# control_sequencer

===== config.mk =====
export PLATFORM = sky130hd
export DESIGN_NAME = control_sequencer
export DESIGN_NICKNAME = d
export VERILOG_FILES = /design/src/rtl/control_sequencer_pkg.sv /design/src/rtl/control_sequencer_opcode_decode.sv /design/src/rtl/control_sequencer.sv
export SDC_FILE = /design/constraint.sdc
export NUM_CORES = 1
export LEC_CHECK = 0
export ABC_CLOCK_PERIOD_IN_PS = 2700
export CORE_MARGIN = 1.5
export CORE_UTILIZATION = 32
export DETAILED_ROUTE_END_ITERATION = 7
export GPL_TIMING_DRIVEN = 0
export PLACE_DENSITY = 0.93
export SLEW_MARGIN = 10
export SYNTH_ARGS = -nofsm -noshare
export SYNTH_HDL_FRONTEND = slang
export SYNTH_SLANG_ARGS = --single-unit

===== constraint.sdc =====
create_clock -name clock -period 2.7 [get_ports clock]
set_input_delay 0.675 -clock clock [delete_from_list [all_inputs] [get_ports clock]]
set_output_delay 0.675 -clock clock [all_outputs]
set_load 0.02 [all_outputs]

===== src/rtl/control_sequencer_pkg.sv =====
// Opcode, ALU-select, state and instruction-class definitions shared by the control sequencer.
package control_sequencer_pkg;

  localparam int OPC_W = 5;

  localparam logic [OPC_W-1:0] OPC_LD   = 5'b00000;
  localparam logic [OPC_W-1:0] OPC_LDI  = 5'b00001;
  localparam logic [OPC_W-1:0] OPC_ST   = 5'b00010;
  localparam logic [OPC_W-1:0] OPC_ADD  = 5'b00011;
  localparam logic [OPC_W-1:0] OPC_SUB  = 5'b00100;
  localparam logic [OPC_W-1:0] OPC_AND  = 5'b00101;
  localparam logic [OPC_W-1:0] OPC_OR   = 5'b00110;
  localparam logic [OPC_W-1:0] OPC_NOP  = 5'b11010;
  localparam logic [OPC_W-1:0] OPC_HALT = 5'b11011;

  typedef enum logic [1:0] {
    ALU_ADD = 2'd0,
    ALU_SUB = 2'd1,
    ALU_AND = 2'd2,
    ALU_OR  = 2'd3
  } alu_op_e;

  typedef enum logic [3:0] {
    S_IDLE = 4'd0,
    S_T0   = 4'd1,
    S_T1   = 4'd2,
    S_T2   = 4'd3,
    S_T3   = 4'd4,
    S_T4   = 4'd5,
    S_T5   = 4'd6,
    S_T6   = 4'd7,
    S_T7   = 4'd8,
    S_HALT = 4'd9
  } state_e;

  // One-hot instruction class produced by the opcode decoder.
  typedef struct packed {
    logic alu;
    logic ld;
    logic ldi;
    logic st;
    logic nop;
    logic halt;
    logic bad;
  } op_class_t;

endpackage


===== src/rtl/control_sequencer_opcode_decode.sv =====
// Combinational opcode decoder: maps the instruction opcode to a one-hot class plus ALU select.
module opcode_decode
  import control_sequencer_pkg::*;
(
  input  logic [OPC_W-1:0] opcode_i,
  output op_class_t        op_class_o,
  output alu_op_e          alu_op_o
);

  always_comb begin
    // NOTE: every output gets a default before the case so no path can infer a latch.
    op_class_o = '0;
    alu_op_o   = ALU_ADD;
    case (opcode_i)
      OPC_LD:   op_class_o.ld   = 1'b1;
      OPC_LDI:  op_class_o.ldi  = 1'b1;
      OPC_ST:   op_class_o.st   = 1'b1;
      OPC_ADD:  begin op_class_o.alu = 1'b1; alu_op_o = ALU_ADD; end
      OPC_SUB:  begin op_class_o.alu = 1'b1; alu_op_o = ALU_SUB; end
      OPC_AND:  begin op_class_o.alu = 1'b1; alu_op_o = ALU_AND; end
      OPC_OR:   begin op_class_o.alu = 1'b1; alu_op_o = ALU_OR;  end
      OPC_NOP:  op_class_o.nop  = 1'b1;
      OPC_HALT: op_class_o.halt = 1'b1;
      default:  op_class_o.bad  = 1'b1;
    endcase
  end

endmodule


===== src/rtl/control_sequencer.sv =====
// Hardwired fetch/decode/execute control unit for the bus datapath.
// Optional macro CTRL_ILLEGAL_TRAP_EN: unlisted opcodes halt and set a sticky illegal flag.
module control_sequencer
  import control_sequencer_pkg::*;
#(
  parameter int IR_W     = 32,
  parameter int ALU_OP_W = 4
) (
  input  logic                clock,
  input  logic                clear,
  input  logic                run,
  input  logic [IR_W-1:0]     ir,
  input  logic                mem_ready,
  output logic                pco,
  output logic                pci,
  output logic                inc_pc,
  output logic                mari,
  output logic                iri,
  output logic                mdri,
  output logic                mdro,
  output logic                read_en,
  output logic                write_en,
  output logic                ryi,
  output logic                rzi,
  output logic                rzo,
  output logic                gra,
  output logic                grb,
  output logic                grc,
  output logic                rin,
  output logic                rout,
  output logic                baout,
  output logic                cout,
  output logic [ALU_OP_W-1:0] alu_op,
  output logic                halted,
  output logic                illegal
);

  state_e    state_q, state_d;
  op_class_t op_class;
  alu_op_e   dec_alu_op;
  alu_op_e   alu_sel;
  logic      mem_ack;
  logic      imm_class;
  logic      trap;
  logic      unused_sigs;

  // A memory completion coinciding with clear is dropped along with the access.
  assign mem_ack   = mem_ready & ~clear;
  assign imm_class = op_class.ld | op_class.ldi | op_class.st;

  opcode_decode u_decode (
    .opcode_i   (ir[IR_W-1 -: OPC_W]),
    .op_class_o (op_class),
    .alu_op_o   (dec_alu_op)
  );

`ifdef CTRL_ILLEGAL_TRAP_EN
  logic illegal_q;

  always_ff @(posedge clock) begin
    if (clear) illegal_q <= 1'b0;
    else if (state_q == S_T3 && op_class.bad) illegal_q <= 1'b1;
  end

  assign illegal = illegal_q;
  assign trap    = op_class.bad;
`else
  assign illegal = 1'b0;
  assign trap    = 1'b0;
`endif

  assign unused_sigs = ^{ir[IR_W-OPC_W-1:0], op_class.nop, op_class.bad};

  // NOTE: state registers use non-blocking assignments so every flop samples pre-edge values.
  always_ff @(posedge clock) begin
    if (clear) state_q <= S_IDLE;
    else       state_q <= state_d;
  end

  always_comb begin
    state_d = state_q;
    case (state_q)
      S_IDLE: if (run) state_d = S_T0;
      S_T0:   state_d = S_T1;
      S_T1:   if (mem_ack) state_d = S_T2;
      S_T2:   state_d = S_T3;
      S_T3: begin
        if (op_class.alu || imm_class)     state_d = S_T4;
        else if (op_class.halt || trap)    state_d = S_HALT;
        else                               state_d = S_T0;
      end
      S_T4:   state_d = S_T5;
      S_T5:   state_d = (op_class.ld || op_class.st) ? S_T6 : S_T0;
      S_T6:   if (op_class.st || mem_ack) state_d = S_T7;
      S_T7:   if (op_class.ld || mem_ack) state_d = S_T0;
      S_HALT: state_d = S_HALT;
      default: state_d = S_IDLE;
    endcase
  end

  always_comb begin
    pco = 1'b0;  pci = 1'b0;  inc_pc = 1'b0;  mari = 1'b0;  iri = 1'b0;
    mdri = 1'b0; mdro = 1'b0; read_en = 1'b0; write_en = 1'b0;
    ryi = 1'b0;  rzi = 1'b0;  rzo = 1'b0;
    gra = 1'b0;  grb = 1'b0;  grc = 1'b0;  rin = 1'b0;  rout = 1'b0;
    baout = 1'b0; cout = 1'b0; halted = 1'b0;
    alu_sel = ALU_ADD;
    case (state_q)
      S_T0: begin pco = 1'b1; mari = 1'b1; inc_pc = 1'b1; end
      S_T1: begin read_en = 1'b1; mdri = mem_ack; end
      S_T2: begin mdro = 1'b1; iri = 1'b1; end
      S_T3: begin
        if (op_class.alu)   begin grb = 1'b1; rout = 1'b1;  ryi = 1'b1; end
        else if (imm_class) begin grb = 1'b1; baout = 1'b1; ryi = 1'b1; end
      end
      S_T4: begin
        if (op_class.alu) begin
          grc = 1'b1; rout = 1'b1; rzi = 1'b1; alu_sel = dec_alu_op;
        end else if (imm_class) begin
          cout = 1'b1; rzi = 1'b1;
        end
      end
      S_T5: begin
        rzo = 1'b1;
        if (op_class.ld || op_class.st) mari = 1'b1;
        else begin gra = 1'b1; rin = 1'b1; end
      end
      S_T6: begin
        if (op_class.ld)      begin read_en = 1'b1; mdri = mem_ack; end
        else if (op_class.st) begin gra = 1'b1; rout = 1'b1; mdri = 1'b1; end
      end
      S_T7: begin
        if (op_class.ld)      begin mdro = 1'b1; gra = 1'b1; rin = 1'b1; end
        else if (op_class.st) write_en = 1'b1;
      end
      S_HALT: halted = 1'b1;
      default: ;
    endcase
  end

  assign alu_op = ALU_OP_W'(alu_sel);

endmodule


control_sequencer/congestion_map.png
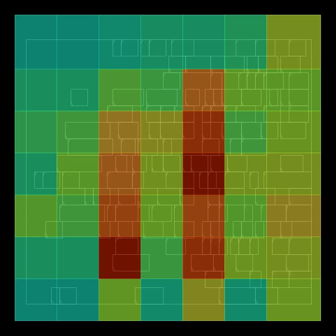
total track usage: 16.52%
Layout Utilization: 53.43%
busiest grt layer: met2
GR Util met3: 2.679%
Wirelength per Cell: 13.07 um

==> reports/results.tsv <==
stage	metric	value	unit
cts	H-tree Lvls	1	
route	DRC	0	
cts	Max clock buf depth	2	
sta	Tmin final	2.656	ns
logic_synthesis	top cells by area, synth	dfxtp_1 (11%), nor2_1 (10%), buf_4 (8.4%), nand2_1 (5.2%), a21oi_1 (4.9%)	
pwr	static leakage	0.0004680	uW
pwr	switching share of power	47.16	%
logic_synthesis	Yosys reg bits	4	
finish	fin nets	176	
job	Max-cap violations	0	
cts	clock latency at the later pin of the worst-skew pair	0.23	ns
global_routing	first-pass GRT wire length	3312	um
worst_setup_path	FF-to-FF Start	state_q[2]$_SDFFE_PP0P_	
run_status	status	finished, final reports clean	
worst_setup_path	Worst Path Max Fanout	4	
sta	part of the cycle the worst path needs	98.36	%
logic_synthesis	Syn Area/Cell	6.882	sq um
pwr	Pwr top	combinational logic	
route	Pre-antenna DRT Iters	4	
worst_setup_path	Startpoint Class	input pin	
min_path	Hold EP	state_q[1]$_SDFFE_PP0P_	
placed_design	Detail Placement HPWL	1539	um
worst_setup_path	Critical Path End	mari	
control_sequencer/sizing.png
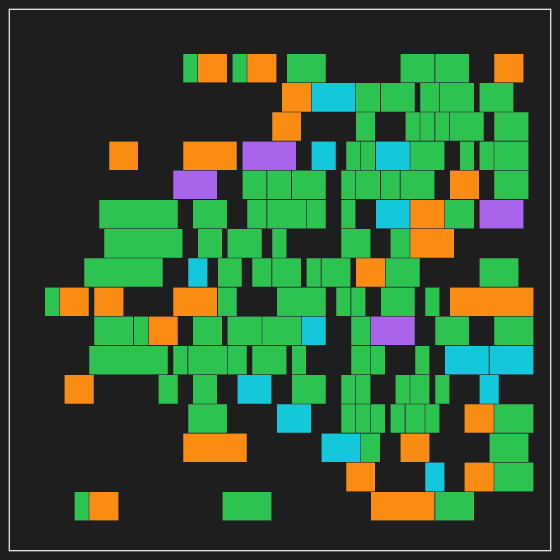
legend:
  green:
    size: x1 and smaller
    cells: 97
    share: 70%
    most_used: nor2_1
  cyan:
    size: x2
    cells: 13
    share: 9.4%
    most_used: clkdlybuf4s15_2
  purple:
    size: x6 and larger
    cells: 4
    share: 2.9%
    most_used: buf_6
  orange:
    size: x3 and x4
    cells: 24
    share: 17%
    most_used: buf_4

## synthesized netlist by cell type
master,instances
nand4_1,1
nor4_1,1
or2_2,1
clkbuf_1,2
a21o_1,1
nor2b_1,3
nor2_1,20
o21ai_0,5
xnor2_1,1
or2b_2,1
a21oi_1,7
clkbuf_8,1
a21oi_4,1
nor4b_1,4
a31oi_1,2
nand2b_1,2
buf_4,8
xor2_1,1
or4_1,2
or4_4,1
o32ai_1,1
o32a_1,1
or3b_2,1
a31o_2,1
or4b_4,1
buf_1,1
a211oi_1,1
a311o_1,1
nand2_1,10
nor3_1,3
nand3_1,2
o221ai_1,1
buf_6,3
mux2i_1,2
or2b_4,1
dfxtp_1,4
nand4b_1,2
nor3b_1,1
conb_1,1
o22a_1,1
## area by class of cell
class	instances	area, sq um
buffer	13	112.6
clock buffer	3	22.52
fill	202	950.9
multi-input combinational	88	569.3
sequential	4	80.08
tap	27	33.78
timing repair buffer	30	272.8
## routing by layer
layer  routed length, um  share of wire [%]  vias to the layer above  global-route usage, %
li1                    -                  -                      433                      -
met1                 938                 43                      389                  19.31
met2                1068                 50                       36                  29.39
met3                 132                6.1                        2                  2.679
met4                  18               0.83                        0                  7.207
met5                   0                  0                        -                      0

# ctr163_sequencer

ctr163_sequencer/congestion_map.png
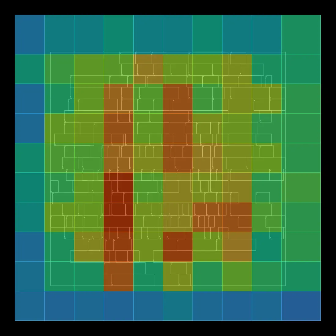
ctr163_sequencer/class_map.png
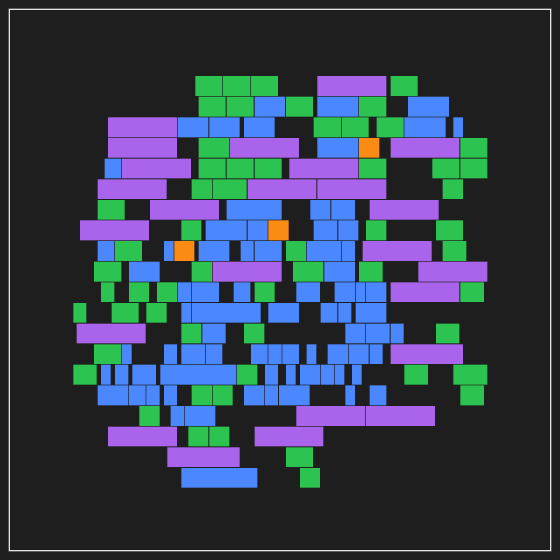
File: src/rtl/ctr163_sequencer.sv
// ctr163_sequencer: load/count/reload controller for a cascaded 74x163 counter chain
module ctr163_sequencer #(
    parameter int W = 8
) (
    input  logic         clk,
    input  logic         rst,
    input  logic         start,
    input  logic         stop,
    input  logic         pause,
    input  logic         mode,
    input  logic [W-1:0] preset,
    input  logic         rco,
    output logic         ld_l,
    output logic         clr_l,
    output logic         enp,
    output logic         ent,
    output logic [W-1:0] d,
    output logic         busy,
    output logic         done,
    output logic [7:0]   tc_cnt
);
    typedef enum logic [2:0] {CLEAR, IDLE, LOAD, RUN, HOLD} state_t;
    state_t state, next;
    logic   mode_q;
    logic   tc;
    logic   latch;

    // state register
    always_ff @(posedge clk or posedge rst) begin
        if (rst) state <= CLEAR;
        else     state <= next;
    end

    // next state; stop outranks everything, start only honoured from IDLE/HOLD
    always_comb begin
        next = state;
        if (stop) next = CLEAR;
        else begin
            case (state)
                CLEAR:      next = IDLE;
                IDLE, HOLD: next = start ? LOAD : state;
                LOAD:       next = RUN;
                RUN:        next = (tc && !mode_q) ? HOLD : RUN;
                default:    next = CLEAR;
            endcase
        end
    end

    // chain control that must react within the cycle: load and count-enable P
    always_comb begin
        tc    = state == RUN && rco && !pause;
        latch = start && !stop && (state == IDLE || state == HOLD);
        ld_l  = !(state == LOAD || (tc && mode_q));
        enp   = state == RUN && !pause && !(tc && !mode_q);
    end

    // registered outputs follow the state being entered so they line up with it
    always_ff @(posedge clk or posedge rst) begin
        if (rst) begin
            clr_l  <= 1'b0;
            ent    <= 1'b0;
            busy   <= 1'b0;
            done   <= 1'b0;
            d      <= '0;
            mode_q <= 1'b0;
            tc_cnt <= '0;
        end else begin
            clr_l  <= next != CLEAR;
            ent    <= next == LOAD || next == RUN || next == HOLD;
            busy   <= next == LOAD || next == RUN;
            done   <= tc && !stop;
            d      <= latch ? preset : d;
            mode_q <= latch ? mode : mode_q;
            tc_cnt <= latch ? 8'd0 : (tc && !stop) ? tc_cnt + 8'd1 : tc_cnt;
        end
    end
endmodule

File: config.mk
export PLATFORM = sky130hd
export DESIGN_NAME = ctr163_sequencer
export DESIGN_NICKNAME = d
export VERILOG_FILES = /design/src/rtl/ctr163_sequencer.sv
export SDC_FILE = /design/constraint.sdc
export NUM_CORES = 1
export LEC_CHECK = 0
export CAP_MARGIN = 20
export CORE_MARGIN = 8
export CORE_UTILIZATION = 42
export CTS_CLUSTER_DIAMETER = 80
export DETAILED_ROUTE_END_ITERATION = 12
export HOLD_SLACK_MARGIN = 0.02
export PLACE_DENSITY = 0.75
export SYNTH_ARGS = -nofsm -noshare
export SYNTH_HDL_FRONTEND = slang
export SYNTH_SLANG_ARGS = --single-unit
export TNS_END_PERCENT = 30
File: constraint.sdc
create_clock -name clk -period 1.65 [get_ports clk]
set_input_delay 0.33 -clock clk [delete_from_list [all_inputs] [get_ports clk]]
set_output_delay 0.33 -clock clk [all_outputs]
set_load 0.01 [all_outputs]
==> reports/results.tsv <==
stage	metric	value	unit
run_status	status	finished, final reports clean	
logic_synthesis	XORs/XNORs by Area	2.148	%
cts	Max clock buf depth	2	
global_routing	initial antenna violation count	0	
pwr	Power Density	847.5	nW/um^2
cts	Reg clk slew, reported paths	0.13	ns
route	DRC	0	
logic_synthesis	largest non-sequential cell family by area	simple AND/OR/NAND/NOR gates	
worst_setup_path	Worst R2R Setup Slack	0.06	ns
finish	fin nets	178	
route	initial detailed-routing violation count	38	
pwr	static leakage	0.0008215	uW
placed_design	GP Congestion	0.9512	
logic_synthesis	area share, top type	46.88	%
worst_setup_path	Critical Path AT	1.29	ns
cts	CTS Buf Count	3	
die	Die Wd	71.23	um
worst_setup_path	Worst Path Max Fanout	2	
worst_setup_path	CP max-delay cell	dfrtp_1	
finish	Top Layout Cells	clkdlybuf4s50_1 (25), dfrtp_1 (22), buf_4 (19), dlygate4sd2_1 (7)	
sta	fin worst setup slack	0.03306	ns
logic_synthesis	Synth Net Count	121	
sta	Rel. slew slack	79.75	%
logic_synthesis	Seq/Total Area, Yosys	46.88	%
logic_synthesis	post-synth area from yosys stat	1281	sq um
logic_synthesis	Yosys reg bits	24	
sta	WHS	0.3572	ns
route	met2 wire length	1601	um
route	metal3 WL	215	um
Notes on ctr163_sequencer/congestion_map.png above:
total track usage: 12.64%
busiest grt layer: met2
Layout Utilization: 61.47%
met2 Resource Use GR: 21.63%
Wirelength per Cell: 16.50 um

Notes on ctr163_sequencer/class_map.png above:
legend:
  purple:
    class: registers
    cells: 24
    share_of_their_area: 34%
  orange:
    class: clock-net drivers
    cells: 3
    share_of_their_area: 1.3%
  green:
    class: remaining buffers and delay cells
    cells: 57
    share_of_their_area: 29%
  blue:
    class: remaining logic cells
    cells: 76
    share_of_their_area: 36%

registers in the layout, indices dropped and copies added, names as in the netlist:
register,flops
d,8
ent,1
tc_cnt,8
busy,1
clr_l,1
mode_q,1
state,3
done,1
Yosys cell counts (2+ instances only):
master	count
or4_4	2
mux2_4	5
nor2_1	3
nand3_1	2
dfrtp_1	24
nor3_1	4
mux2_2	5
and2_1	2
o31ai_1	5
nand2b_1	2
buf_6	2
nand2_1	3
nand4bb_1	2
a21oi_2	2
nor4_1	2
inv_1	5
o21ai_0	5
a21oi_1	5
o2bb2ai_1	2
or4_1	2
where the power goes:
group / switching (uW) / internal, uW / leakage, uW / total (uW)
logic: 210 / 333 / 0.000501 / 543
clock network: 174 / 85.5 / 0.0000138 / 260
registers: 68.3 / 680 / 0.000307 / 749
area by class of cell:
cell class | instances | share of cell area (%)
multi-input combinational | 71 | 34.59
sequential | 24 | 32.95
timing repair buffer | 57 | 27.96
tap | 33 | 2.256
clock buffer | 3 | 1.230
inverter | 5 | 1.025
what timing repair did:
item	in CTS	in global routing
endpoints found under the setup margin	8	4
gates resized	24	2
pin swaps	1	1
endpoints found under the hold margin	0	0
buffers inserted	3	2


## Gallery

Local utilization.
image #1
The bar under the picture is 20 um long. 10 x 10 tiles, from dark blue (low) to red (high), 0 to 100% covered.
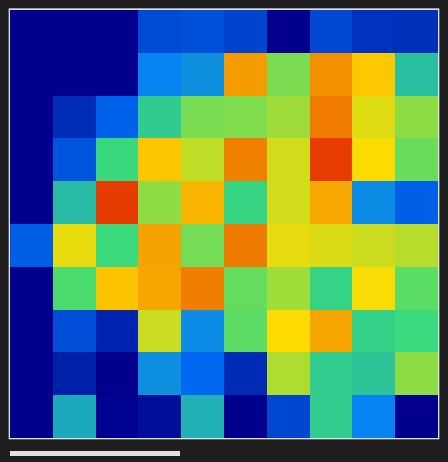
image #2
The bar under the picture is 20 um long. 7 x 7 tiles, from dark blue (low) to red (high), 0 to 100% covered.
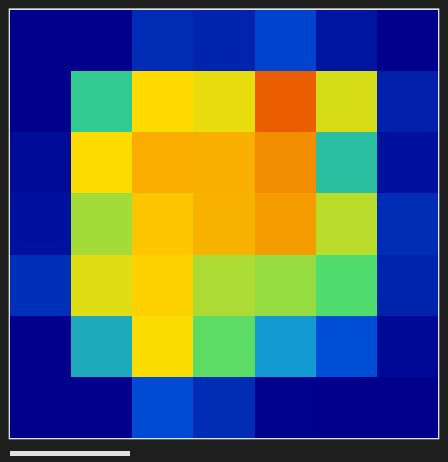
image #2 -> ctr163_sequencer
image #1 -> control_sequencer

Key to image #2:
densest ninth of the die: center
tiles over 75% full: 18%
emptiest ninth of the die: lower right
fullest tile: 89%
mean over tiles: 35%

Power figures rest on the tool's default switching activity, not on a simulated workload.
